######## bp_be_multi_issue_queue ########
Fig. 1: bp_be_multi_issue_queue, wiring by layer
Bar = 100 µm. Two of the layers only.
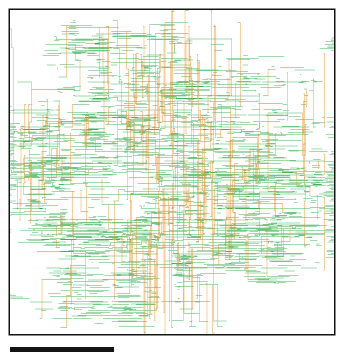

`src/rtl/bp_be_pkg.sv`:
```
// Shared definitions for the backend issue queue: pointer wrap-bit width and a lane-mask popcount.
package bp_be_pkg;

    localparam int bp_be_max_lanes_gp = 4;

    // Queue pointers carry one extra wrap bit above the index bits.
    localparam int bp_be_iq_wrap_bits_gp = 1;

    function automatic logic [2:0] bp_be_lane_popcount(input logic [bp_be_max_lanes_gp-1:0] mask);
        logic [2:0] sum;
        sum = '0;
        for (int i = 0; i < bp_be_max_lanes_gp; i++) begin
            sum = sum + 3'(mask[i]);
        end
        return sum;
    endfunction

endpackage

```
`src/rtl/bsg_circular_ptr.sv`:
```
// Modulo-slots circular pointer; slots_p must be a power of two, so wrap is plain truncation.
module bsg_circular_ptr #(
    parameter int slots_p   = 16,
    parameter int max_add_p = 1
) (
    input  logic                               clk,
    input  logic                               reset_n_i,
    input  logic [$clog2(max_add_p+1)-1:0]     add_i,
    output logic [$clog2(slots_p)-1:0]         o,
    output logic [$clog2(slots_p)-1:0]         n_o
);

    localparam int ptr_w_lp = $clog2(slots_p);

    logic [ptr_w_lp-1:0] ptr_reg;

    assign n_o = ptr_reg + ptr_w_lp'(add_i);
    assign o   = ptr_reg;

    always_ff @(posedge clk or negedge reset_n_i) begin
        if (!reset_n_i) begin
            ptr_reg <= '0;
        end else begin
            ptr_reg <= n_o;
        end
    end

endmodule

```
`src/rtl/bp_be_multi_issue_queue.sv`:
```
// Multi-lane issue queue with speculative read pointer, commit checkpoint, rollback and clear.
// Optional same-cycle bypass when empty: define BP_BE_ISSUE_QUEUE_BYPASS_EN.
module bp_be_multi_issue_queue
    import bp_be_pkg::*;
#(
    parameter int width_p = 64,
    parameter int els_p   = 16,
    parameter int lanes_p = 2
) (
    input  logic                         clk_i,
    input  logic                         reset_n_i,
    input  logic                         clr_i,
    input  logic                         roll_i,
    input  logic [lanes_p-1:0]           deq_i,
    input  logic [lanes_p*width_p-1:0]   data_i,
    input  logic [lanes_p-1:0]           v_i,
    output logic                         ready_o,
    output logic [lanes_p*width_p-1:0]   data_o,
    output logic [lanes_p-1:0]           v_o,
    input  logic [lanes_p-1:0]           yumi_i,
    output logic [$clog2(els_p):0]       count_o
);

    localparam int ptr_w_lp  = $clog2(els_p) + bp_be_iq_wrap_bits_gp;
    localparam int addr_w_lp = $clog2(els_p);
    localparam int cadd_w_lp = $clog2(lanes_p + 1);

    logic [ptr_w_lp-1:0]  wptr_reg, rptr_reg, cptr_reg;
    logic [ptr_w_lp-1:0]  wptr_next, rptr_next, cptr_next;
    logic [ptr_w_lp-1:0]  rptr_target, wptr_target;
    logic [ptr_w_lp-1:0]  rptr_add, wptr_add;
    logic [cadd_w_lp-1:0] cptr_add;
    logic [ptr_w_lp-1:0]  enq_cnt, yumi_cnt, occupancy;
    logic                 bypass;

    logic [width_p-1:0]   mem [els_p];
    logic [lanes_p-1:0]   we, v_mem;
    logic [addr_w_lp-1:0] waddr [lanes_p];
    logic [addr_w_lp-1:0] raddr [lanes_p];

    assign count_o   = wptr_reg - cptr_reg;
    assign occupancy = wptr_reg - rptr_reg;
    assign ready_o   = ~clr_i & (count_o <= ptr_w_lp'(els_p - lanes_p));

    assign enq_cnt  = ready_o ? ptr_w_lp'(bp_be_lane_popcount(bp_be_max_lanes_gp'(v_i))) : '0;
    assign yumi_cnt = roll_i ? '0 : ptr_w_lp'(bp_be_lane_popcount(bp_be_max_lanes_gp'(yumi_i)));
    assign cptr_add = cadd_w_lp'(bp_be_lane_popcount(bp_be_max_lanes_gp'(deq_i)));

    // Rollback and clear are loads; they are expressed as a modular delta so the
    // circular pointer only ever adds.  Clear follows the already-rolled rptr.
    assign rptr_target = roll_i ? cptr_next : (rptr_reg + yumi_cnt);
    assign rptr_add    = rptr_target - rptr_reg;
    assign wptr_target = clr_i ? rptr_next : (wptr_reg + enq_cnt);
    assign wptr_add    = wptr_target - wptr_reg;

    bsg_circular_ptr #(.slots_p(2*els_p), .max_add_p(lanes_p)) cptr (
        .clk(clk_i), .reset_n_i(reset_n_i), .add_i(cptr_add), .o(cptr_reg), .n_o(cptr_next)
    );

    bsg_circular_ptr #(.slots_p(2*els_p), .max_add_p(2*els_p-1)) rptr (
        .clk(clk_i), .reset_n_i(reset_n_i), .add_i(rptr_add), .o(rptr_reg), .n_o(rptr_next)
    );

    bsg_circular_ptr #(.slots_p(2*els_p), .max_add_p(2*els_p-1)) wptr (
        .clk(clk_i), .reset_n_i(reset_n_i), .add_i(wptr_add), .o(wptr_reg), .n_o(wptr_next)
    );

`ifdef BP_BE_ISSUE_QUEUE_BYPASS_EN
    assign bypass = (occupancy == '0);
`else
    assign bypass = 1'b0;
`endif

    for (genvar gi = 0; gi < lanes_p; gi++) begin : g_lane
        assign we[gi]    = ready_o & v_i[gi];
        assign waddr[gi] = addr_w_lp'(wptr_reg + ptr_w_lp'(gi));
        assign raddr[gi] = addr_w_lp'(rptr_reg + ptr_w_lp'(gi));
        assign v_mem[gi] = ~roll_i & (occupancy > ptr_w_lp'(gi));
        assign v_o[gi]   = bypass ? (~roll_i & v_i[gi] & ready_o) : v_mem[gi];
        // Invalid lanes read zero, which also gives zero output while in reset.
        assign data_o[gi*width_p +: width_p] = ~v_o[gi] ? '0
                                             : bypass ? data_i[gi*width_p +: width_p]
                                             : mem[raddr[gi]];
    end

    always_ff @(posedge clk_i) begin
        for (int k = 0; k < lanes_p; k++) begin
            if (we[k]) begin
                mem[waddr[k]] <= data_i[k*width_p +: width_p];
            end
        end
    end

`ifndef SYNTHESIS
    function automatic logic lane_mask_ok(input logic [lanes_p-1:0] m);
        return (m & (m + lanes_p'(1))) == '0;
    endfunction

    a_v_contig:    assert property (@(posedge clk_i) disable iff (!reset_n_i) lane_mask_ok(v_i));
    a_yumi_contig: assert property (@(posedge clk_i) disable iff (!reset_n_i) lane_mask_ok(yumi_i));
    a_deq_contig:  assert property (@(posedge clk_i) disable iff (!reset_n_i) lane_mask_ok(deq_i));
    a_yumi_valid:  assert property (@(posedge clk_i) disable iff (!reset_n_i)
                                    roll_i || ((yumi_i & ~v_o) == '0));
    a_no_overflow: assert property (@(posedge clk_i) disable iff (!reset_n_i)
                                    (wptr_next - cptr_next) <= ptr_w_lp'(els_p));
`endif

endmodule

```
`config.mk`:
```
export PLATFORM = sky130hd
export DESIGN_NAME = bp_be_multi_issue_queue
export DESIGN_NICKNAME = d
export VERILOG_FILES = /design/src/rtl/bp_be_pkg.sv /design/src/rtl/bsg_circular_ptr.sv /design/src/rtl/bp_be_multi_issue_queue.sv
export SDC_FILE = /design/constraint.sdc
export NUM_CORES = 2
export LEC_CHECK = 0
export CORE_MARGIN = 2
export CORE_UTILIZATION = 65
export CTS_BUF_LIST = sky130_fd_sc_hd__clkbuf_16
export CTS_CLUSTER_DIAMETER = 200
export DETAILED_ROUTE_END_ITERATION = 12
export PLACE_DENSITY = 0.94
export SLEW_MARGIN = 20
export SYNTH_ARGS = -nofsm -noshare
export SYNTH_HDL_FRONTEND = slang
export SYNTH_HIERARCHICAL = 1
export SYNTH_SLANG_ARGS = --single-unit
```
`constraint.sdc`:
```
create_clock -name clk_i -period 16 [get_ports clk_i]
set_input_delay 2.4 -clock clk_i [delete_from_list [all_inputs] [get_ports clk_i]]
set_output_delay 2.4 -clock clk_i [all_outputs]
set_load 0.01 [all_outputs]
```
######## sr_drive_seq ########
==> config.mk <==
export PLATFORM = sky130hd
export DESIGN_NAME = sr_drive_seq
export DESIGN_NICKNAME = d
export VERILOG_FILES = /design/src/rtl/sr_drive_seq.sv
export SDC_FILE = /design/constraint.sdc
export NUM_CORES = 1
export LEC_CHECK = 0
export ABC_AREA = 1
export CORE_MARGIN = 2
export CORE_UTILIZATION = 45
export CTS_CLUSTER_DIAMETER = 200
export CTS_CLUSTER_SIZE = 14
export DETAILED_ROUTE_END_ITERATION = 8
export PLACE_DENSITY = 0.71
export REMOVE_ABC_BUFFERS = 1
export SLEW_MARGIN = 20
export SYNTH_ARGS = -nofsm -noshare
export SYNTH_HDL_FRONTEND = slang
export SYNTH_SLANG_ARGS = --single-unit
==> constraint.sdc <==
create_clock -name clk -period 2.7 [get_ports clk]
set_input_delay 0.81 -clock clk [delete_from_list [all_inputs] [get_ports clk]]
set_output_delay 0.81 -clock clk [all_outputs]
set_load 0.02 [all_outputs]
==> src/rtl/sr_drive_seq.sv <==
// -----------------------------------------------------------------------------
// sr_drive_seq
//
// Command sequencer in front of an SR latch. It takes hold/reset/set commands
// over a valid/ready handshake. Each command becomes a timed sequence on the
// latch inputs: a setup cycle with sr driven and E low, then HOLD_CYCLES with
// E high, then GAP_CYCLES with E low. The forbidden S=R=1 code never reaches
// the latch. Instead it raises a sticky error and bumps a saturating reject
// count. A shadow copy of the expected latch Q is kept so it can be compared
// against the real latch output.
//
// Parameters
//   HOLD_CYCLES  cycles E is held high per command (>= 1)
//   GAP_CYCLES   cycles E is held low after the pulse (>= 0)
//
// Ports
//   clk        in   single clock, rising edge
//   rst        in   synchronous, active-high reset
//   cmd_valid  in   command present
//   cmd[1:0]   in   00 hold, 01 reset, 10 set, 11 forbidden
//   cmd_ready  out  sequencer accepts a command this cycle (IDLE, not in reset)
//   err_clr    in   clears the sticky err flag
//   sr[1:0]    out  to latch: sr[1] = S, sr[0] = R
//   E          out  to latch enable
//   busy       out  a command is in progress
//   err        out  sticky: a forbidden command was accepted
//   rej_cnt    out  forbidden commands rejected, saturating at 255
//   q_shadow   out  expected latch Q after the last executed command
// -----------------------------------------------------------------------------
module sr_drive_seq #(
  parameter int HOLD_CYCLES = 2,
  parameter int GAP_CYCLES  = 1
) (
  input  logic       clk,
  input  logic       rst,
  input  logic       cmd_valid,
  input  logic [1:0] cmd,
  output logic       cmd_ready,
  input  logic       err_clr,
  output logic [1:0] sr,
  output logic       E,
  output logic       busy,
  output logic       err,
  output logic [7:0] rej_cnt,
  output logic       q_shadow
);

  localparam logic [1:0] CMD_RESET  = 2'b01;
  localparam logic [1:0] CMD_SET    = 2'b10;
  localparam logic [1:0] CMD_FORBID = 2'b11;

  // One down-counter times both PULSE and GAP, so it is sized for the longer.
  localparam int MAX_CYCLES = (HOLD_CYCLES > GAP_CYCLES) ? HOLD_CYCLES : GAP_CYCLES;
  localparam int CNT_W      = $clog2(MAX_CYCLES + 1);

  // The counter is loaded with length-1 and the phase ends when it reaches 0.
  localparam logic [CNT_W-1:0] HOLD_LOAD = CNT_W'(HOLD_CYCLES - 1);
  localparam logic [CNT_W-1:0] GAP_LOAD  = (GAP_CYCLES > 0) ? CNT_W'(GAP_CYCLES - 1) : '0;
  localparam logic [CNT_W-1:0] CNT_ONE   = CNT_W'(1);

  typedef enum logic [1:0] {
    IDLE  = 2'd0,
    SETUP = 2'd1,
    PULSE = 2'd2,
    GAP   = 2'd3
  } state_t;

  state_t           state;
  logic [CNT_W-1:0] cnt;
  logic             accept;
  logic             forbid_acc;

  // cmd_ready is the one output that is decoded rather than registered.
  // Gating it with rst means no command is taken on a reset edge.
  assign cmd_ready  = (state == IDLE) && !rst;
  assign accept     = cmd_valid && cmd_ready;
  assign forbid_acc = accept && (cmd == CMD_FORBID);

  // The sr register doubles as the latched command. It holds the command from
  // SETUP through GAP and returns to 00 in IDLE. Only legal codes are ever
  // loaded, so sr can never be 11.
  // NOTE: every register here is written with non-blocking assignments, so all
  // of them update together from values sampled at the same edge.
  always_ff @(posedge clk) begin
    if (rst) begin
      state    <= IDLE;
      cnt      <= '0;
      sr       <= 2'b00;
      E        <= 1'b0;
      busy     <= 1'b0;
      err      <= 1'b0;
      rej_cnt  <= 8'd0;
      q_shadow <= 1'b0;
    end else begin
      // If a forbidden accept and err_clr happen on the same edge, set wins.
      if (forbid_acc) begin
        err <= 1'b1;
      end else if (err_clr) begin
        err <= 1'b0;
      end

      if (forbid_acc && (rej_cnt != 8'hFF)) begin
        rej_cnt <= rej_cnt + 8'd1;
      end

      case (state)
        IDLE: begin
          if (accept && (cmd != CMD_FORBID)) begin
            state <= SETUP;
            sr    <= cmd;
            busy  <= 1'b1;
          end
        end

        SETUP: begin
          state <= PULSE;
          E     <= 1'b1;
          cnt   <= HOLD_LOAD;
        end

        PULSE: begin
          if (cnt == '0) begin
            E <= 1'b0;
            // The latch captures on this edge, so the shadow follows it here.
            // A hold command leaves the shadow unchanged.
            if (sr == CMD_SET) begin
              q_shadow <= 1'b1;
            end else if (sr == CMD_RESET) begin
              q_shadow <= 1'b0;
            end
            if (GAP_CYCLES > 0) begin
              state <= GAP;
              cnt   <= GAP_LOAD;
            end else begin
              state <= IDLE;
              sr    <= 2'b00;
              busy  <= 1'b0;
            end
          end else begin
            cnt <= cnt - CNT_ONE;
          end
        end

        GAP: begin
          if (cnt == '0) begin
            state <= IDLE;
            sr    <= 2'b00;
            busy  <= 1'b0;
          end else begin
            cnt <= cnt - CNT_ONE;
          end
        end

        default: state <= IDLE;
      endcase
    end
  end

endmodule

######## fwd_hazard_ctrl_flat ########
$ cat src/rtl/fwd_pkg.sv
// Shared types, encodings and helpers for the forwarding/hazard controller.
// Build option: FWD_STALL_CNT_EN adds a stall counter (see fwd_hazard_ctrl).
package fwd_pkg;

    localparam int unsigned SLOT_REG_W  = 5;
    localparam int unsigned SLOT_TNEW_W = 2;
    localparam int unsigned SEL_W       = 2;

    localparam logic [SEL_W-1:0] FWD_RF = 2'd0;
    localparam logic [SEL_W-1:0] FWD_M  = 2'd1;
    localparam logic [SEL_W-1:0] FWD_W  = 2'd2;

    localparam logic [SLOT_TNEW_W-1:0] TNEW_ALU  = 2'd1;
    localparam logic [SLOT_TNEW_W-1:0] TNEW_LOAD = 2'd2;

    localparam logic [SLOT_TNEW_W-1:0] TUSE_BR  = 2'd0;
    localparam logic [SLOT_TNEW_W-1:0] TUSE_ALU = 2'd1;
    localparam logic [SLOT_TNEW_W-1:0] TUSE_ST  = 2'd2;

    typedef struct packed {
        logic [SLOT_REG_W-1:0]  dst;
        logic [SLOT_TNEW_W-1:0] tnew;
        logic [SLOT_REG_W-1:0]  rs;
        logic [SLOT_TNEW_W-1:0] pad_unused;
        logic [SLOT_REG_W-1:0]  rt;
    } slot_t;

    function automatic logic [SLOT_TNEW_W-1:0] tnew_dec(input logic [SLOT_TNEW_W-1:0] t);
        return (t == '0) ? '0 : t - SLOT_TNEW_W'(1);
    endfunction

    // Register $0 is hard-wired, so it never produces a dependency.
    function automatic logic reg_match(input logic [SLOT_REG_W-1:0] dst,
                                       input logic [SLOT_REG_W-1:0] r);
        return (r != '0) && (dst == r);
    endfunction

    function automatic logic src_stall(input logic [SLOT_REG_W-1:0]  r,
                                       input logic [SLOT_TNEW_W-1:0] tuse,
                                       input logic [SLOT_REG_W-1:0]  e_dst,
                                       input logic [SLOT_TNEW_W-1:0] e_tnew,
                                       input logic [SLOT_REG_W-1:0]  m_dst,
                                       input logic [SLOT_TNEW_W-1:0] m_tnew);
        return (reg_match(e_dst, r) && (e_tnew > tuse)) ||
               (reg_match(m_dst, r) && (m_tnew > tuse));
    endfunction

    // Younger producer (M) wins over W when both hold the register.
    function automatic logic [SEL_W-1:0] fwd_select(input logic [SLOT_REG_W-1:0]  r,
                                                    input logic [SLOT_REG_W-1:0]  m_dst,
                                                    input logic [SLOT_TNEW_W-1:0] m_tnew,
                                                    input logic [SLOT_REG_W-1:0]  w_dst);
        if (reg_match(m_dst, r) && (m_tnew == '0)) begin
            return FWD_M;
        end
        if (reg_match(w_dst, r)) begin
            return FWD_W;
        end
        return FWD_RF;
    endfunction

endpackage

$ cat src/rtl/fwd_hazard_ctrl_if.sv
// D-stage operand/producer bundle and the controller's stall/select outputs.
interface fwd_hazard_ctrl_if #(
    parameter int unsigned REG_W  = 5,
    parameter int unsigned TNEW_W = 2
);
    logic              valid_d;
    logic [REG_W-1:0]  rs_d;
    logic [REG_W-1:0]  rt_d;
    logic [TNEW_W-1:0] tuse_rs_d;
    logic [TNEW_W-1:0] tuse_rt_d;
    logic [REG_W-1:0]  dst_d;
    logic [TNEW_W-1:0] tnew_d;

    logic       stall;
    logic [1:0] fwd_rs_d;
    logic [1:0] fwd_rt_d;
    logic [1:0] fwd_rs_e;
    logic [1:0] fwd_rt_e;

    modport master (
        output valid_d, rs_d, rt_d, tuse_rs_d, tuse_rt_d, dst_d, tnew_d,
        input  stall, fwd_rs_d, fwd_rt_d, fwd_rs_e, fwd_rt_e
    );

    modport slave (
        input  valid_d, rs_d, rt_d, tuse_rs_d, tuse_rt_d, dst_d, tnew_d,
        output stall, fwd_rs_d, fwd_rt_d, fwd_rs_e, fwd_rt_e
    );
endinterface

$ cat src/rtl/fwd_pipe_slot.sv
// One pipeline tracking slot: loads a producer record or a bubble each edge,
// optionally ages its tnew and optionally drops the source fields.
module fwd_pipe_slot
    import fwd_pkg::*;
#(
    parameter bit DEC_TNEW = 1'b1,
    parameter bit KEEP_SRC = 1'b1
) (
    input  logic  clk,
    input  logic  rst,
    input  logic  load_i,
    input  slot_t slot_i,
    output slot_t slot_o
);

    slot_t slot_d;
    slot_t slot_q;

    always_comb begin
        slot_d = '0;
        if (load_i) begin
            slot_d = slot_i;
            if (DEC_TNEW) begin
                slot_d.tnew = tnew_dec(slot_i.tnew);
            end
            if (!KEEP_SRC) begin
                slot_d.rs = '0;
                slot_d.rt = '0;
            end
            slot_d.pad_unused = '0;
        end
    end

    always_ff @(posedge clk or posedge rst) begin
        if (rst) begin
            slot_q <= '0;
        end else begin
            slot_q <= slot_d;
        end
    end

    assign slot_o = slot_q;

endmodule

$ cat src/rtl/fwd_hazard_ctrl.sv
// Stall and forwarding-select generation from E/M/W producer tracking slots.
// Build option FWD_STALL_CNT_EN adds a 32-bit wrapping stall_cnt output.
module fwd_hazard_ctrl
    import fwd_pkg::*;
#(
    parameter int unsigned REG_W  = SLOT_REG_W,
    parameter int unsigned TNEW_W = SLOT_TNEW_W
) (
    input  logic             clk,
    input  logic             reset,
    fwd_hazard_ctrl_if.slave bus
`ifdef FWD_STALL_CNT_EN
    ,
    output logic [31:0]      stall_cnt
`endif
);

    logic [REG_W-1:0]  rs_w;
    logic [REG_W-1:0]  rt_w;
    logic [REG_W-1:0]  dst_w;
    logic [TNEW_W-1:0] tuse_rs_w;
    logic [TNEW_W-1:0] tuse_rt_w;
    logic [TNEW_W-1:0] tnew_w;

    logic [SLOT_REG_W-1:0]  rs_s;
    logic [SLOT_REG_W-1:0]  rt_s;
    logic [SLOT_TNEW_W-1:0] tuse_rs_s;
    logic [SLOT_TNEW_W-1:0] tuse_rt_s;

    slot_t slot_in_d;
    slot_t slot_e;
    slot_t slot_m;
    slot_t slot_w;
    logic  stall_c;
    logic  load_e_c;
    logic  unused_src;

    assign rs_w      = bus.rs_d;
    assign rt_w      = bus.rt_d;
    assign dst_w     = bus.dst_d;
    assign tuse_rs_w = bus.tuse_rs_d;
    assign tuse_rt_w = bus.tuse_rt_d;
    assign tnew_w    = bus.tnew_d;

    assign rs_s      = SLOT_REG_W'(rs_w);
    assign rt_s      = SLOT_REG_W'(rt_w);
    assign tuse_rs_s = SLOT_TNEW_W'(tuse_rs_w);
    assign tuse_rt_s = SLOT_TNEW_W'(tuse_rt_w);

    assign slot_in_d = '{dst:        SLOT_REG_W'(dst_w),
                         tnew:       SLOT_TNEW_W'(tnew_w),
                         rs:         rs_s,
                         pad_unused: '0,
                         rt:         rt_s};

    // A stalled or empty D slot enters E as a bubble.
    assign load_e_c = bus.valid_d && !stall_c;

    fwd_pipe_slot #(.DEC_TNEW(1'b0), .KEEP_SRC(1'b1)) u_slot_e (
        .clk    (clk),
        .rst    (reset),
        .load_i (load_e_c),
        .slot_i (slot_in_d),
        .slot_o (slot_e)
    );

    fwd_pipe_slot #(.DEC_TNEW(1'b1), .KEEP_SRC(1'b1)) u_slot_m (
        .clk    (clk),
        .rst    (reset),
        .load_i (1'b1),
        .slot_i (slot_e),
        .slot_o (slot_m)
    );

    fwd_pipe_slot #(.DEC_TNEW(1'b1), .KEEP_SRC(1'b0)) u_slot_w (
        .clk    (clk),
        .rst    (reset),
        .load_i (1'b1),
        .slot_i (slot_m),
        .slot_o (slot_w)
    );

    assign stall_c = bus.valid_d &&
        (src_stall(rs_s, tuse_rs_s, slot_e.dst, slot_e.tnew, slot_m.dst, slot_m.tnew) ||
         src_stall(rt_s, tuse_rt_s, slot_e.dst, slot_e.tnew, slot_m.dst, slot_m.tnew));

    assign bus.stall    = stall_c;
    assign bus.fwd_rs_d = fwd_select(rs_s,      slot_m.dst, slot_m.tnew, slot_w.dst);
    assign bus.fwd_rt_d = fwd_select(rt_s,      slot_m.dst, slot_m.tnew, slot_w.dst);
    assign bus.fwd_rs_e = fwd_select(slot_e.rs, slot_m.dst, slot_m.tnew, slot_w.dst);
    assign bus.fwd_rt_e = fwd_select(slot_e.rt, slot_m.dst, slot_m.tnew, slot_w.dst);

    // Source fields of M and W, the E pad and W tnew play no role in selection.
    assign unused_src = ^{slot_m.rs, slot_m.rt, slot_m.pad_unused,
                          slot_w.rs, slot_w.rt, slot_w.pad_unused, slot_w.tnew,
                          slot_e.pad_unused};

`ifdef FWD_STALL_CNT_EN
    logic [31:0] stall_cnt_q;
    logic [31:0] stall_cnt_d;

    assign stall_cnt_d = stall_c ? stall_cnt_q + 32'd1 : stall_cnt_q;

    always_ff @(posedge clk or posedge reset) begin
        if (reset) begin
            stall_cnt_q <= '0;
        end else begin
            stall_cnt_q <= stall_cnt_d;
        end
    end

    assign stall_cnt = stall_cnt_q;
`endif

endmodule

$ cat src/flat_wrapper.sv
// flat-port wrapper written by rule: the top's interface ports become plain ports
module fwd_hazard_ctrl_flat import fwd_pkg::*;
#(
    parameter int unsigned REG_W  = SLOT_REG_W,
    parameter int unsigned TNEW_W = SLOT_TNEW_W
)
  (clk, reset, bus_valid_d, bus_rs_d, bus_rt_d, bus_tuse_rs_d, bus_tuse_rt_d, bus_dst_d, bus_tnew_d, bus_stall, bus_fwd_rs_d, bus_fwd_rt_d, bus_fwd_rs_e, bus_fwd_rt_e);
  fwd_hazard_ctrl_if #(.REG_W(REG_W), .TNEW_W(TNEW_W)) bus_i ();
  input  logic clk;
  input  logic reset;
  input wire logic [$bits(bus_i.valid_d)-1:0] bus_valid_d;
  input wire logic [$bits(bus_i.rs_d)-1:0] bus_rs_d;
  input wire logic [$bits(bus_i.rt_d)-1:0] bus_rt_d;
  input wire logic [$bits(bus_i.tuse_rs_d)-1:0] bus_tuse_rs_d;
  input wire logic [$bits(bus_i.tuse_rt_d)-1:0] bus_tuse_rt_d;
  input wire logic [$bits(bus_i.dst_d)-1:0] bus_dst_d;
  input wire logic [$bits(bus_i.tnew_d)-1:0] bus_tnew_d;
  output wire logic [$bits(bus_i.stall)-1:0] bus_stall;
  output wire logic [$bits(bus_i.fwd_rs_d)-1:0] bus_fwd_rs_d;
  output wire logic [$bits(bus_i.fwd_rt_d)-1:0] bus_fwd_rt_d;
  output wire logic [$bits(bus_i.fwd_rs_e)-1:0] bus_fwd_rs_e;
  output wire logic [$bits(bus_i.fwd_rt_e)-1:0] bus_fwd_rt_e;
  assign bus_i.valid_d = bus_valid_d;
  assign bus_i.rs_d = bus_rs_d;
  assign bus_i.rt_d = bus_rt_d;
  assign bus_i.tuse_rs_d = bus_tuse_rs_d;
  assign bus_i.tuse_rt_d = bus_tuse_rt_d;
  assign bus_i.dst_d = bus_dst_d;
  assign bus_i.tnew_d = bus_tnew_d;
  assign bus_stall = bus_i.stall;
  assign bus_fwd_rs_d = bus_i.fwd_rs_d;
  assign bus_fwd_rt_d = bus_i.fwd_rt_d;
  assign bus_fwd_rs_e = bus_i.fwd_rs_e;
  assign bus_fwd_rt_e = bus_i.fwd_rt_e;
  fwd_hazard_ctrl #(.REG_W(REG_W), .TNEW_W(TNEW_W)) u_core (.clk(clk), .reset(reset), .bus(bus_i));
endmodule
$ cat config.mk
export PLATFORM = sky130hd
export DESIGN_NAME = fwd_hazard_ctrl_flat
export DESIGN_NICKNAME = d
export VERILOG_FILES = /design/src/rtl/fwd_pkg.sv /design/src/rtl/fwd_hazard_ctrl_if.sv /design/src/rtl/fwd_pipe_slot.sv /design/src/rtl/fwd_hazard_ctrl.sv /design/src/flat_wrapper.sv
export SDC_FILE = /design/constraint.sdc
export NUM_CORES = 1
export LEC_CHECK = 0
export CAP_MARGIN = 15
export CELL_PAD_IN_SITES_DETAIL_PLACEMENT = 0
export CELL_PAD_IN_SITES_GLOBAL_PLACEMENT = 2
export CORE_MARGIN = 1
export CORE_UTILIZATION = 35
export CTS_CLUSTER_SIZE = 8
export DETAILED_ROUTE_END_ITERATION = 6
export MAX_ROUTING_LAYER = met4
export PLACE_DENSITY_LB_ADDON = 0.05
export SETUP_SLACK_MARGIN = 0.15
export SYNTH_ARGS = -nofsm -noshare
export SYNTH_HDL_FRONTEND = slang
export SYNTH_SLANG_ARGS = --single-unit
$ cat constraint.sdc
create_clock -name clk -period 5.3 [get_ports clk]
set_input_delay 1.06 -clock clk [delete_from_list [all_inputs] [get_ports clk]]
set_output_delay 1.06 -clock clk [all_outputs]
set_load 0.005 [all_outputs]
######## seg_page_scheduler ########
**src/rtl/seg_pkg.sv**
```systemverilog
// rtl/seg_pkg.sv - shared types, sizes and helpers for the 7-seg page scheduler
package seg_pkg;

    typedef enum logic [1:0] {
        IDLE = 2'd0,
        ARB  = 2'd1,
        SHOW = 2'd2
    } seg_state_t;

    localparam int DIGITS  = 8;
    localparam int NIB_W   = 4;
    localparam int WORD_W  = DIGITS * NIB_W;
    localparam int MAX_REQ = 8;

    // One-hot vector with bit idx set
    function automatic logic [MAX_REQ-1:0] onehot(input logic [2:0] idx);
        logic [MAX_REQ-1:0] v;
        v      = '0;
        v[idx] = 1'b1;
        return v;
    endfunction

    // Index of the set bit of a one-hot vector (0 when none is set)
    function automatic logic [2:0] index_of(input logic [MAX_REQ-1:0] v);
        logic [2:0] idx;
        idx = '0;
        for (int i = 0; i < MAX_REQ; i++) begin
            if (v[i]) idx = 3'(i);
        end
        return idx;
    endfunction

endpackage

```
**src/rtl/seg_rr_arbiter.sv**
```systemverilog
// rtl/seg_rr_arbiter.sv - combinational round-robin pick starting at rr_ptr
module seg_rr_arbiter #(
    parameter int NREQ  = 4,
    parameter int IDX_W = (NREQ > 1) ? $clog2(NREQ) : 1
) (
    input  logic [NREQ-1:0]  req,
    input  logic [IDX_W-1:0] rr_ptr,
    output logic [IDX_W-1:0] winner,
    output logic             valid
);

    // First requester found scanning rr_ptr, rr_ptr+1, ... wrapping at NREQ
    always_comb begin
        int j;
        winner = '0;
        valid  = 1'b0;
        j      = 0;
        for (int k = 0; k < NREQ; k++) begin
            j = int'(rr_ptr) + k;
            if (j >= NREQ) j = j - NREQ;
            if (!valid && req[j]) begin
                valid  = 1'b1;
                winner = IDX_W'(j);
            end
        end
    end

endmodule

```
**src/rtl/seg_page_scheduler.sv**
```systemverilog
// rtl/seg_page_scheduler.sv - round-robin sharing of the 8-digit 7-seg display
module seg_page_scheduler
    import seg_pkg::*;
#(
    parameter int SCAN_DIV     = 150000,
    parameter int DWELL_FRAMES = 256,
    parameter int NREQ         = 4,
    parameter int LZ_SUPPRESS  = 1
) (
    input  logic                 clk,
    input  logic                 rst_n,
    input  logic [NREQ-1:0]      req,
    input  logic [32*NREQ-1:0]   data,
    input  logic                 hold,
    output logic [NREQ-1:0]      grant,
    output logic [NIB_W-1:0]     dig,
    output logic [2:0]           pos,
    output logic                 point,
    output logic                 off,
    output logic                 frame_done
);

    localparam int PS_W  = $clog2(SCAN_DIV);
    localparam int DW_W  = $clog2(DWELL_FRAMES + 1);
    localparam int IDX_W = (NREQ > 1) ? $clog2(NREQ) : 1;

    localparam logic [PS_W-1:0]  PS_LAST  = PS_W'(SCAN_DIV - 1);
    localparam logic [DW_W-1:0]  DW_LAST  = DW_W'(DWELL_FRAMES - 1);
    localparam logic [IDX_W-1:0] IDX_LAST = IDX_W'(NREQ - 1);
    localparam logic [2:0]       POS_LAST = 3'(DIGITS - 1);

    seg_state_t       state_q, state_d;
    logic [NREQ-1:0]  grant_q, grant_d;
    logic [IDX_W-1:0] rr_ptr_q, rr_ptr_d;
    logic [PS_W-1:0]  presc_q, presc_d;
    logic [2:0]       pos_q, pos_d;
    logic [DW_W-1:0]  dwell_q, dwell_d;
    logic             frame_done_q, frame_done_d;

    logic             tick;
    logic             wrap;
    logic             owner_drop;
    logic             expire;
    logic [IDX_W-1:0] winner;
    logic             win_valid;
    logic [WORD_W-1:0] word;
    logic             show;

    seg_rr_arbiter #(
        .NREQ  (NREQ),
        .IDX_W (IDX_W)
    ) u_arb (
        .req    (req),
        .rr_ptr (rr_ptr_q),
        .winner (winner),
        .valid  (win_valid)
    );

    // State register and counters; reset returns everything to the blank idle display
    always_ff @(posedge clk or negedge rst_n) begin
        if (!rst_n) begin
            state_q      <= IDLE;
            grant_q      <= '0;
            rr_ptr_q     <= '0;
            presc_q      <= '0;
            pos_q        <= '0;
            dwell_q      <= '0;
            frame_done_q <= 1'b0;
        end else begin
            state_q      <= state_d;
            grant_q      <= grant_d;
            rr_ptr_q     <= rr_ptr_d;
            presc_q      <= presc_d;
            pos_q        <= pos_d;
            dwell_q      <= dwell_d;
            frame_done_q <= frame_done_d;
        end
    end

    // Next-state: arbitration, scan prescaler, digit position and dwell accounting
    always_comb begin
        tick       = (presc_q == PS_LAST);
        wrap       = (state_q == SHOW) && tick && (pos_q == POS_LAST);
        owner_drop = (state_q == SHOW) && ((grant_q & req) == '0);
        // With hold set the dwell count parks at its last value, so release
        // re-arbitrates at the very next frame wrap.
        expire     = wrap && (dwell_q == DW_LAST) && !hold;

        state_d      = state_q;
        grant_d      = grant_q;
        rr_ptr_d     = rr_ptr_q;
        presc_d      = tick ? '0 : presc_q + 1'b1;
        pos_d        = '0;
        dwell_d      = '0;
        frame_done_d = wrap;

        case (state_q)
            IDLE: begin
                if (|req) state_d = ARB;
            end
            ARB: begin
                presc_d = '0;
                if (win_valid) begin
                    state_d  = SHOW;
                    grant_d  = NREQ'(onehot(3'(winner)));
                    rr_ptr_d = (winner == IDX_LAST) ? '0 : winner + 1'b1;
                end else begin
                    state_d = IDLE;
                    grant_d = '0;
                end
            end
            SHOW: begin
                pos_d   = tick ? pos_q + 3'd1 : pos_q;
                dwell_d = dwell_q;
                if (wrap && (dwell_q != DW_LAST)) dwell_d = dwell_q + 1'b1;
                if (owner_drop || expire) begin
                    state_d = ARB;
                    pos_d   = '0;
                    dwell_d = '0;
                end
            end
            default: begin
                state_d = IDLE;
                grant_d = '0;
            end
        endcase
    end

    // Display outputs: live word of the owner, current nibble, page dot and leading-zero blanking
    always_comb begin
        word = '0;
        for (int i = 0; i < NREQ; i++) begin
            if (grant_q[i]) word = word | data[32*i +: 32];
        end
        show  = (state_q == SHOW);
        dig   = show ? word[{pos_q, 2'b00} +: NIB_W] : '0;
        point = show && (pos_q == index_of(MAX_REQ'(grant_q)));
        off   = !show ||
                ((LZ_SUPPRESS != 0) && (pos_q != 3'd0) && ((word >> {pos_q, 2'b00}) == '0));
    end

    assign grant      = grant_q;
    assign pos        = pos_q;
    assign frame_done = frame_done_q;

endmodule

```
**config.mk**
```make
export PLATFORM = sky130hd
export DESIGN_NAME = seg_page_scheduler
export DESIGN_NICKNAME = d
export VERILOG_FILES = /design/src/rtl/seg_pkg.sv /design/src/rtl/seg_rr_arbiter.sv /design/src/rtl/seg_page_scheduler.sv
export SDC_FILE = /design/constraint.sdc
export NUM_CORES = 1
export LEC_CHECK = 0
export CAP_MARGIN = 20
export CELL_PAD_IN_SITES_DETAIL_PLACEMENT = 2
export CELL_PAD_IN_SITES_GLOBAL_PLACEMENT = 2
export CORE_AREA = 2 2 106 149
export CTS_BUF_LIST = sky130_fd_sc_hd__clkbuf_16
export DETAILED_ROUTE_END_ITERATION = 16
export DIE_AREA = 0 0 108 151
export PLACE_DENSITY = 0.9
export SLEW_MARGIN = 30
export SYNTH_ARGS = -nofsm -noshare
export SYNTH_HDL_FRONTEND = slang
export SYNTH_SLANG_ARGS = --single-unit
```
**constraint.sdc**
```tcl
create_clock -name clk -period 2.9 [get_ports clk]
set_clock_uncertainty 0.15 [all_clocks]
set_input_delay 0.29 -clock clk [delete_from_list [all_inputs] [get_ports clk]]
set_output_delay 0.29 -clock clk [all_outputs]
set_load 0.01 [all_outputs]
```
Fig. 2: sr_drive_seq, wiring by layer
Bar = 20 µm. Two of the layers only.
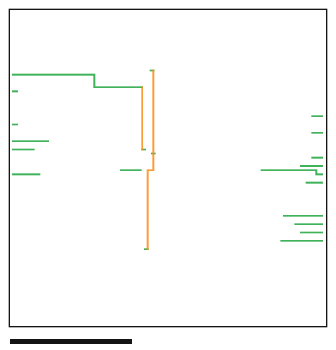
met3 -> green  # wire length 84.4 µm
met4 -> orange  # wire length 40.4 µm

==> out/summary.txt, sr_drive_seq <==
Total Power Consumption - 1.01 mW
Via-to-Cell Ratio - 4.88
io pins - 21
Core Density at Floorplan - 46.8%
maximum clock path buffer count - 2
source-to-sink clock delay at the later pin of the worst-skew pair - 290 ps
per-instance average area after synthesis - 7.43 µm²
wire length on met3 - 84 µm
R2R depth - 9
vias in the first global route - 858
largest cells by area after synthesis - sky130_fd_sc_hd__dfxtp_1 (35%), sky130_fd_sc_hd__ha_1 (12%), sky130_fd_sc_hd__nand2_1 (10%), sky130_fd_sc_hd__nor2_1 (6.6%), sky130_fd_sc_hd__inv_1 (6.2%)
fraction of synthesis flops using an asynchronous set or reset pin - 0%
OpenROAD warnings - 31
worst setup path end - cmd_ready
pre-CTS setup slack - -90.1 ps
outcome - completed
[sr_drive_seq: sequential cells by signal, summed over array words and instances (netlist names)]
signal and flops:
state 2, busy 1, sr 2, q_shadow 1, E 1, err 1, rej_cnt 8, cnt 2
[sr_drive_seq: final cells by class]
class | instances | share of cell area, %
well taps | 28 | 2.73
inverters | 18 | 5.65
clock buffers | 3 | 1.75
multi-input cells | 100 | 45.2
repair buffers | 22 | 16.7
flip-flops and latches | 18 | 28.0
Fig. 3: fwd_hazard_ctrl_flat, PDN straps and rails
Bar = 20 µm. Pins as bars on the die edge. Tap cells in gray.
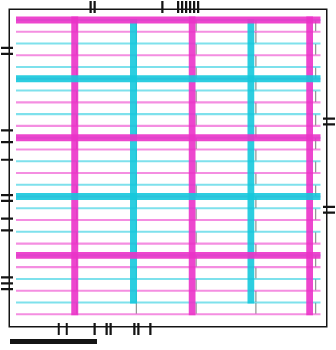
VDD -> cyan
VSS -> magenta
rows = 25
met5 straps = 5
tap cells = 67
met4 straps = 5

==> out/summary.txt, fwd_hazard_ctrl_flat <==
Routability Congestion - 0.811
largest cells by area after synthesis - sky130_fd_sc_hd__dfrtp_1 (41%), sky130_fd_sc_hd__xnor2_1 (13%), sky130_fd_sc_hd__xor2_1 (10%), sky130_fd_sc_hd__and2_1 (6.4%), sky130_fd_sc_hd__ha_1 (5.7%)
fraction of synthesis flops using an asynchronous set or reset pin - 100%
post-route cell area - 2250 µm²
complex-gate fraction of the synthesized area - 7.23%
cells in synth_stat.txt - 167
# DRC - 0
Yosys top cell by area - sky130_fd_sc_hd__dfrtp_1
global-route track usage on met3 - 4.56%
outcome - completed
unrepaired setup endpoints after global routing - no
Largest area class, layout - multi-input combinational cells
Comb/total area - 43.3%
number of inserted diodes - 0
power per cell area - 242 nW/µm²
Clock transition at path regs - 60 ps
flip-flop and latch share of the layout cell area - 32.2%
met1 wire length - 1.83 mm
Total Power Consumption - 0.545 mW
Max-cap violations - 0
tally of unique sky130hd cells used after synthesis - 28
net switching fraction of the power - 28.6%
critical path's top delay family - buffers and inverters
[fwd_hazard_ctrl_flat: worst register-to-register path: stages (launching register included)]
cell	delay, ps
sky130_fd_sc_hd__dfrtp_1	420
sky130_fd_sc_hd__ha_1	290
sky130_fd_sc_hd__nor2b_1	140
sky130_fd_sc_hd__o2111ai_1	180
sky130_fd_sc_hd__nor3_1	130
sky130_fd_sc_hd__nor4_4	690
sky130_fd_sc_hd__and2_1	240
[fwd_hazard_ctrl_flat: registers in the layout, indices dropped and copies added (netlist names)]
name and count:
u_core.u_slot_e.slot_o 17, u_core.u_slot_m.slot_o 7, u_core.u_slot_w.slot_o 5
Fig. 4: bp_be_multi_issue_queue, clock distribution
Bar = 100 µm.
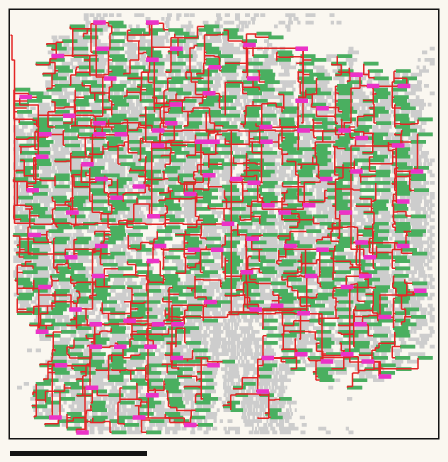
cells driving clock nets -> magenta  # count 107
clock wires -> red  # length 12400 µm
flip-flops -> green  # count 1039
routed clock nets = 108

## Picture notes: Fig. 1
met4 -> orange  # wire length 11100 µm
met3 -> green  # wire length 24.8 mm
via count: 38.9k
total detailed-routing wirelength: 181 mm
Global Route Usage Sum: 37.1%
mean routed wirelength per cell: 35.9 µm

==> out/summary.txt, bp_be_multi_issue_queue <==
placed standard-cell area - 65300 µm²
top cells by count - sky130_fd_sc_hd__edfxtp_1 (1024), sky130_fd_sc_hd__mux2_2 (909), sky130_fd_sc_hd__mux4_2 (576)
final cycle utilization of the critical path - 53.5%
outcome - completed
Via-to-Cell Ratio - 7.71
YS chip area - 61800 µm²
slowest cell on the critical path - sky130_fd_sc_hd__dfrtp_4
level count of the clock H-tree - 3
area added between synthesis and finish - 11.0%
cells in synth_stat.txt - 3633
final tally of setup violations - 0
number of cells on the critical path - 9
Hold WC Path Type - reg2reg
Yosys top cell by area - sky130_fd_sc_hd__edfxtp_1
sinks on the clock net - 1039
number of routed nets with antenna violations - 0
complex-gate fraction of the synthesized area - 2.05%
fmax - 0.117 GHz
largest cells by area after synthesis - sky130_fd_sc_hd__edfxtp_1 (50%), sky130_fd_sc_hd__mux4_2 (21%), sky130_fd_sc_hd__mux2_2 (17%), sky130_fd_sc_hd__mux2_1 (2.2%), sky130_fd_sc_hd__a211oi_1 (1.6%)
Max-cap violations - 0
depth of the worst hold-timing path - 1
unrepaired setup endpoints after global routing - no
GR Layer Usage met1 - 47.8%
tally of unique sky130hd cells used after synthesis - 47
Leakage - 21.7 nW
cell internal pwr - 7.88 mW
clock share of power - 18.5%
Final Skew - 26.1 ps
total net switching power - 4.91 mW
[bp_be_multi_issue_queue: metal layers]
| layer | part of all wire [%] | wire length [µm] |
|---|---|---|
| met5 | 0.069 | 126 |
| met1 | 32 | 59000 |
| met2 | 48 | 86500 |
| met4 | 6.1 | 11100 |
| met3 | 14 | 24800 |
[bp_be_multi_issue_queue: layout make-up]
type	instances	area, µm²	share of cell area [%]
tap	1265	1580	2.31
sequential	1039	31100	45.4
multi-input combinational	2148	29000	42.3
timing repair buffer	355	3440	5.02
clock buffer	108	2700	3.94
inverter	33	131	0.191
clock inverter	86	546	0.795
antenna	20	50.0	0.0729
Fig. 5: seg_page_scheduler, clock nets
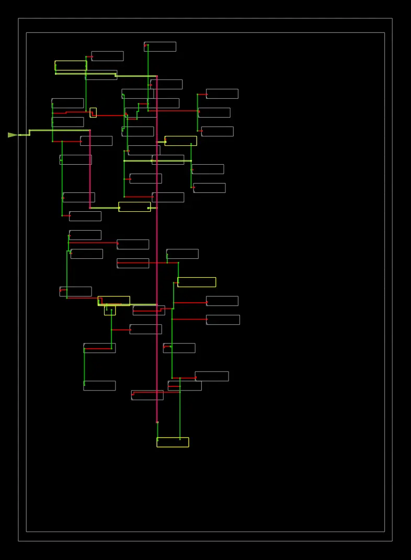
clock buf count: 5
flip-flops: 39
Clock group: 0.653 mW

==> out/summary.txt, seg_page_scheduler <==
outcome - complete, but fails checks
failing checks - negative setup slack
clock tree from TritonCTS - done
min Tclk post-route - 3350 ps
number of search-and-repair iterations in the first detailed-routing pass - 4
Adder-Cell Fraction of Synth Area - 3.72%
crit path buf inv count - 5
worst setup slack after layout - -452 ps
DR WL met2 - 10.4 mm
cell internal pwr - 2.61 mW
area added between synthesis and finish - 74.6%
M2 GR Usage - 44.7%
per-instance average area after synthesis - 7.93 µm²
net switching fraction of the power - 46.8%
chip area - 16300 µm²
final tally of setup violations - 1
final cycle utilization of the critical path - 116%
seg_page_scheduler: cell type report:
| cell class | instances | area [µm²] | share of cell area (%) |
|---|---|---|---|
| clock buffer | 5 | 125 | 2.13 |
| multi-input combinational | 343 | 2390 | 40.8 |
| tap | 192 | 240 | 4.09 |
| timing repair buffer | 216 | 2030 | 34.6 |
| clock inverter | 3 | 43.8 | 0.746 |
| inverter | 14 | 53.8 | 0.916 |
| sequential | 39 | 980 | 16.7 |

==> gallery <==
Placement by cell class.
Plate I
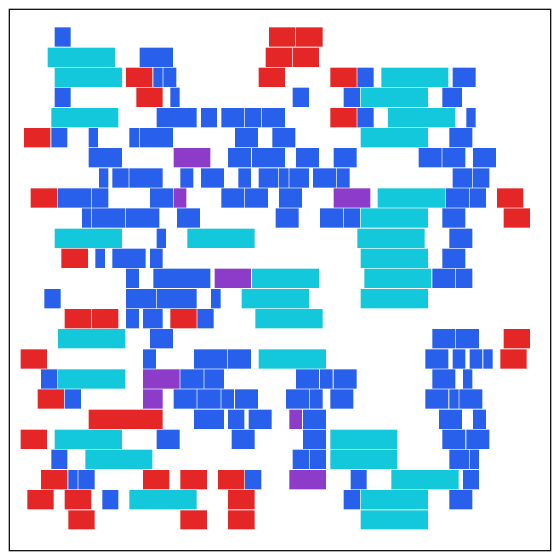
Plate II
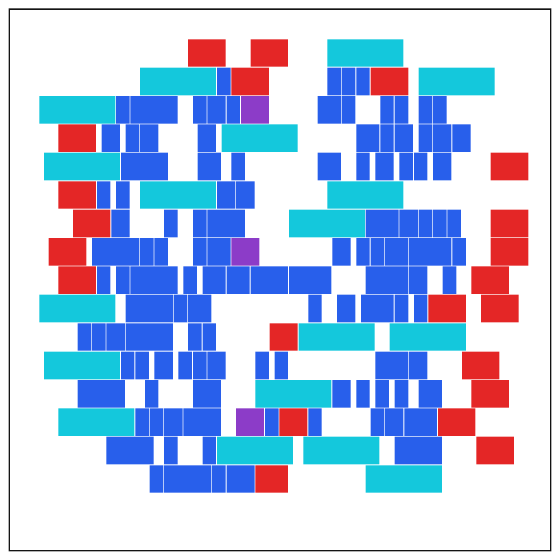
Plate III
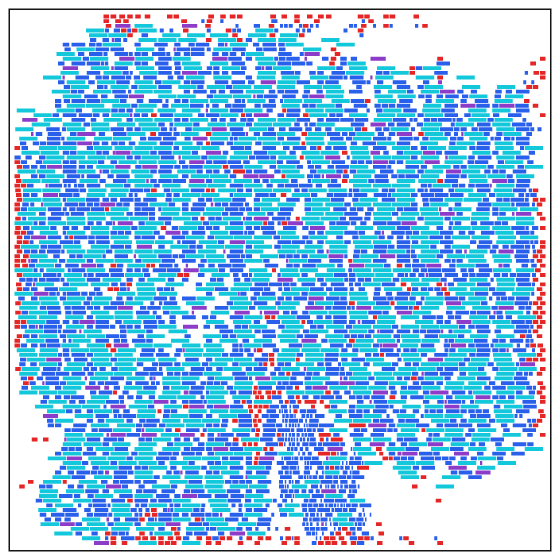
Plate IV
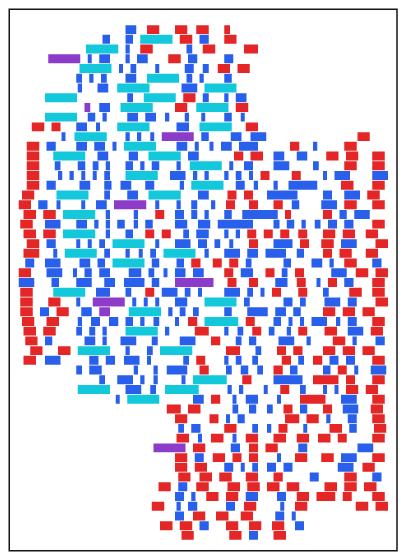
- fewest sequential cells: Plate II
Plate II -> sr_drive_seq
Plate I -> fwd_hazard_ctrl_flat
Plate III -> bp_be_multi_issue_queue
Plate IV -> seg_page_scheduler



==> notes/layouts.md <==
Pictures saved along the way, in no particular order.

Clock nets.
image #1
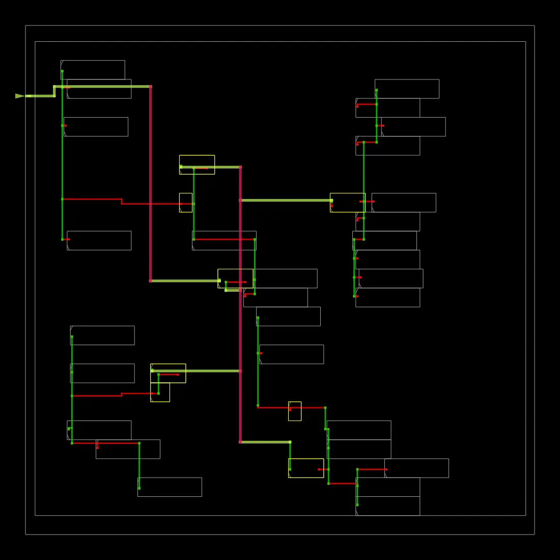
image #2
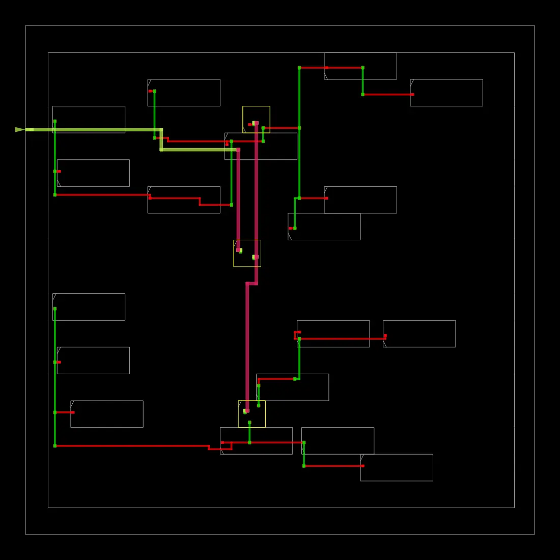
image #3
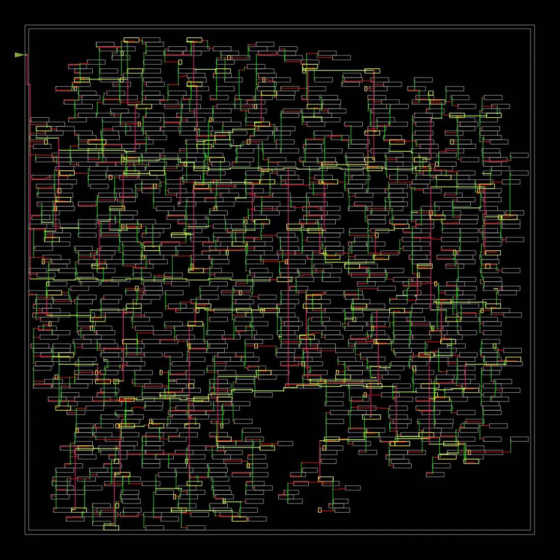
- sr_drive_seq = image #2
- bp_be_multi_issue_queue = image #3
- fwd_hazard_ctrl_flat = image #1


==> gallery <==
PDN straps and rails.
(a)
Bar = 20 µm. Pins as bars on the die edge. Tap cells in gray.
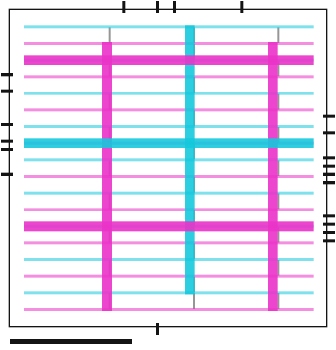
(b)
Bar = 100 µm. Pins as bars on the die edge. Tap cells in gray.
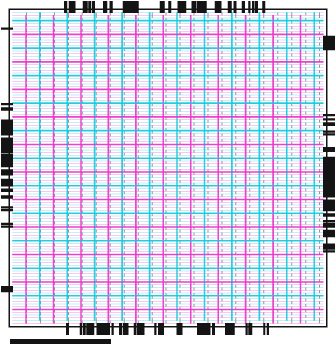
(c)
Bar = 20 µm. Pins as bars on the die edge. Tap cells in gray.
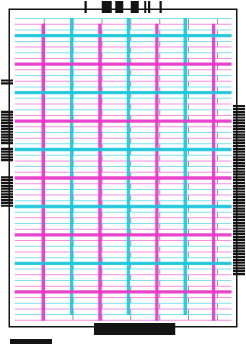
| picture | from |
|---|---|
| (b) | bp_be_multi_issue_queue |
| (a) | sr_drive_seq |
| (c) | seg_page_scheduler |
The one with the largest die is (b).
The one with the fewest pins is (a).

Key to (a):
VSS -> magenta
VDD -> cyan
rows = 17
tap cells = 28

Power figures rest on the tool's default switching activity, not on a simulated workload.
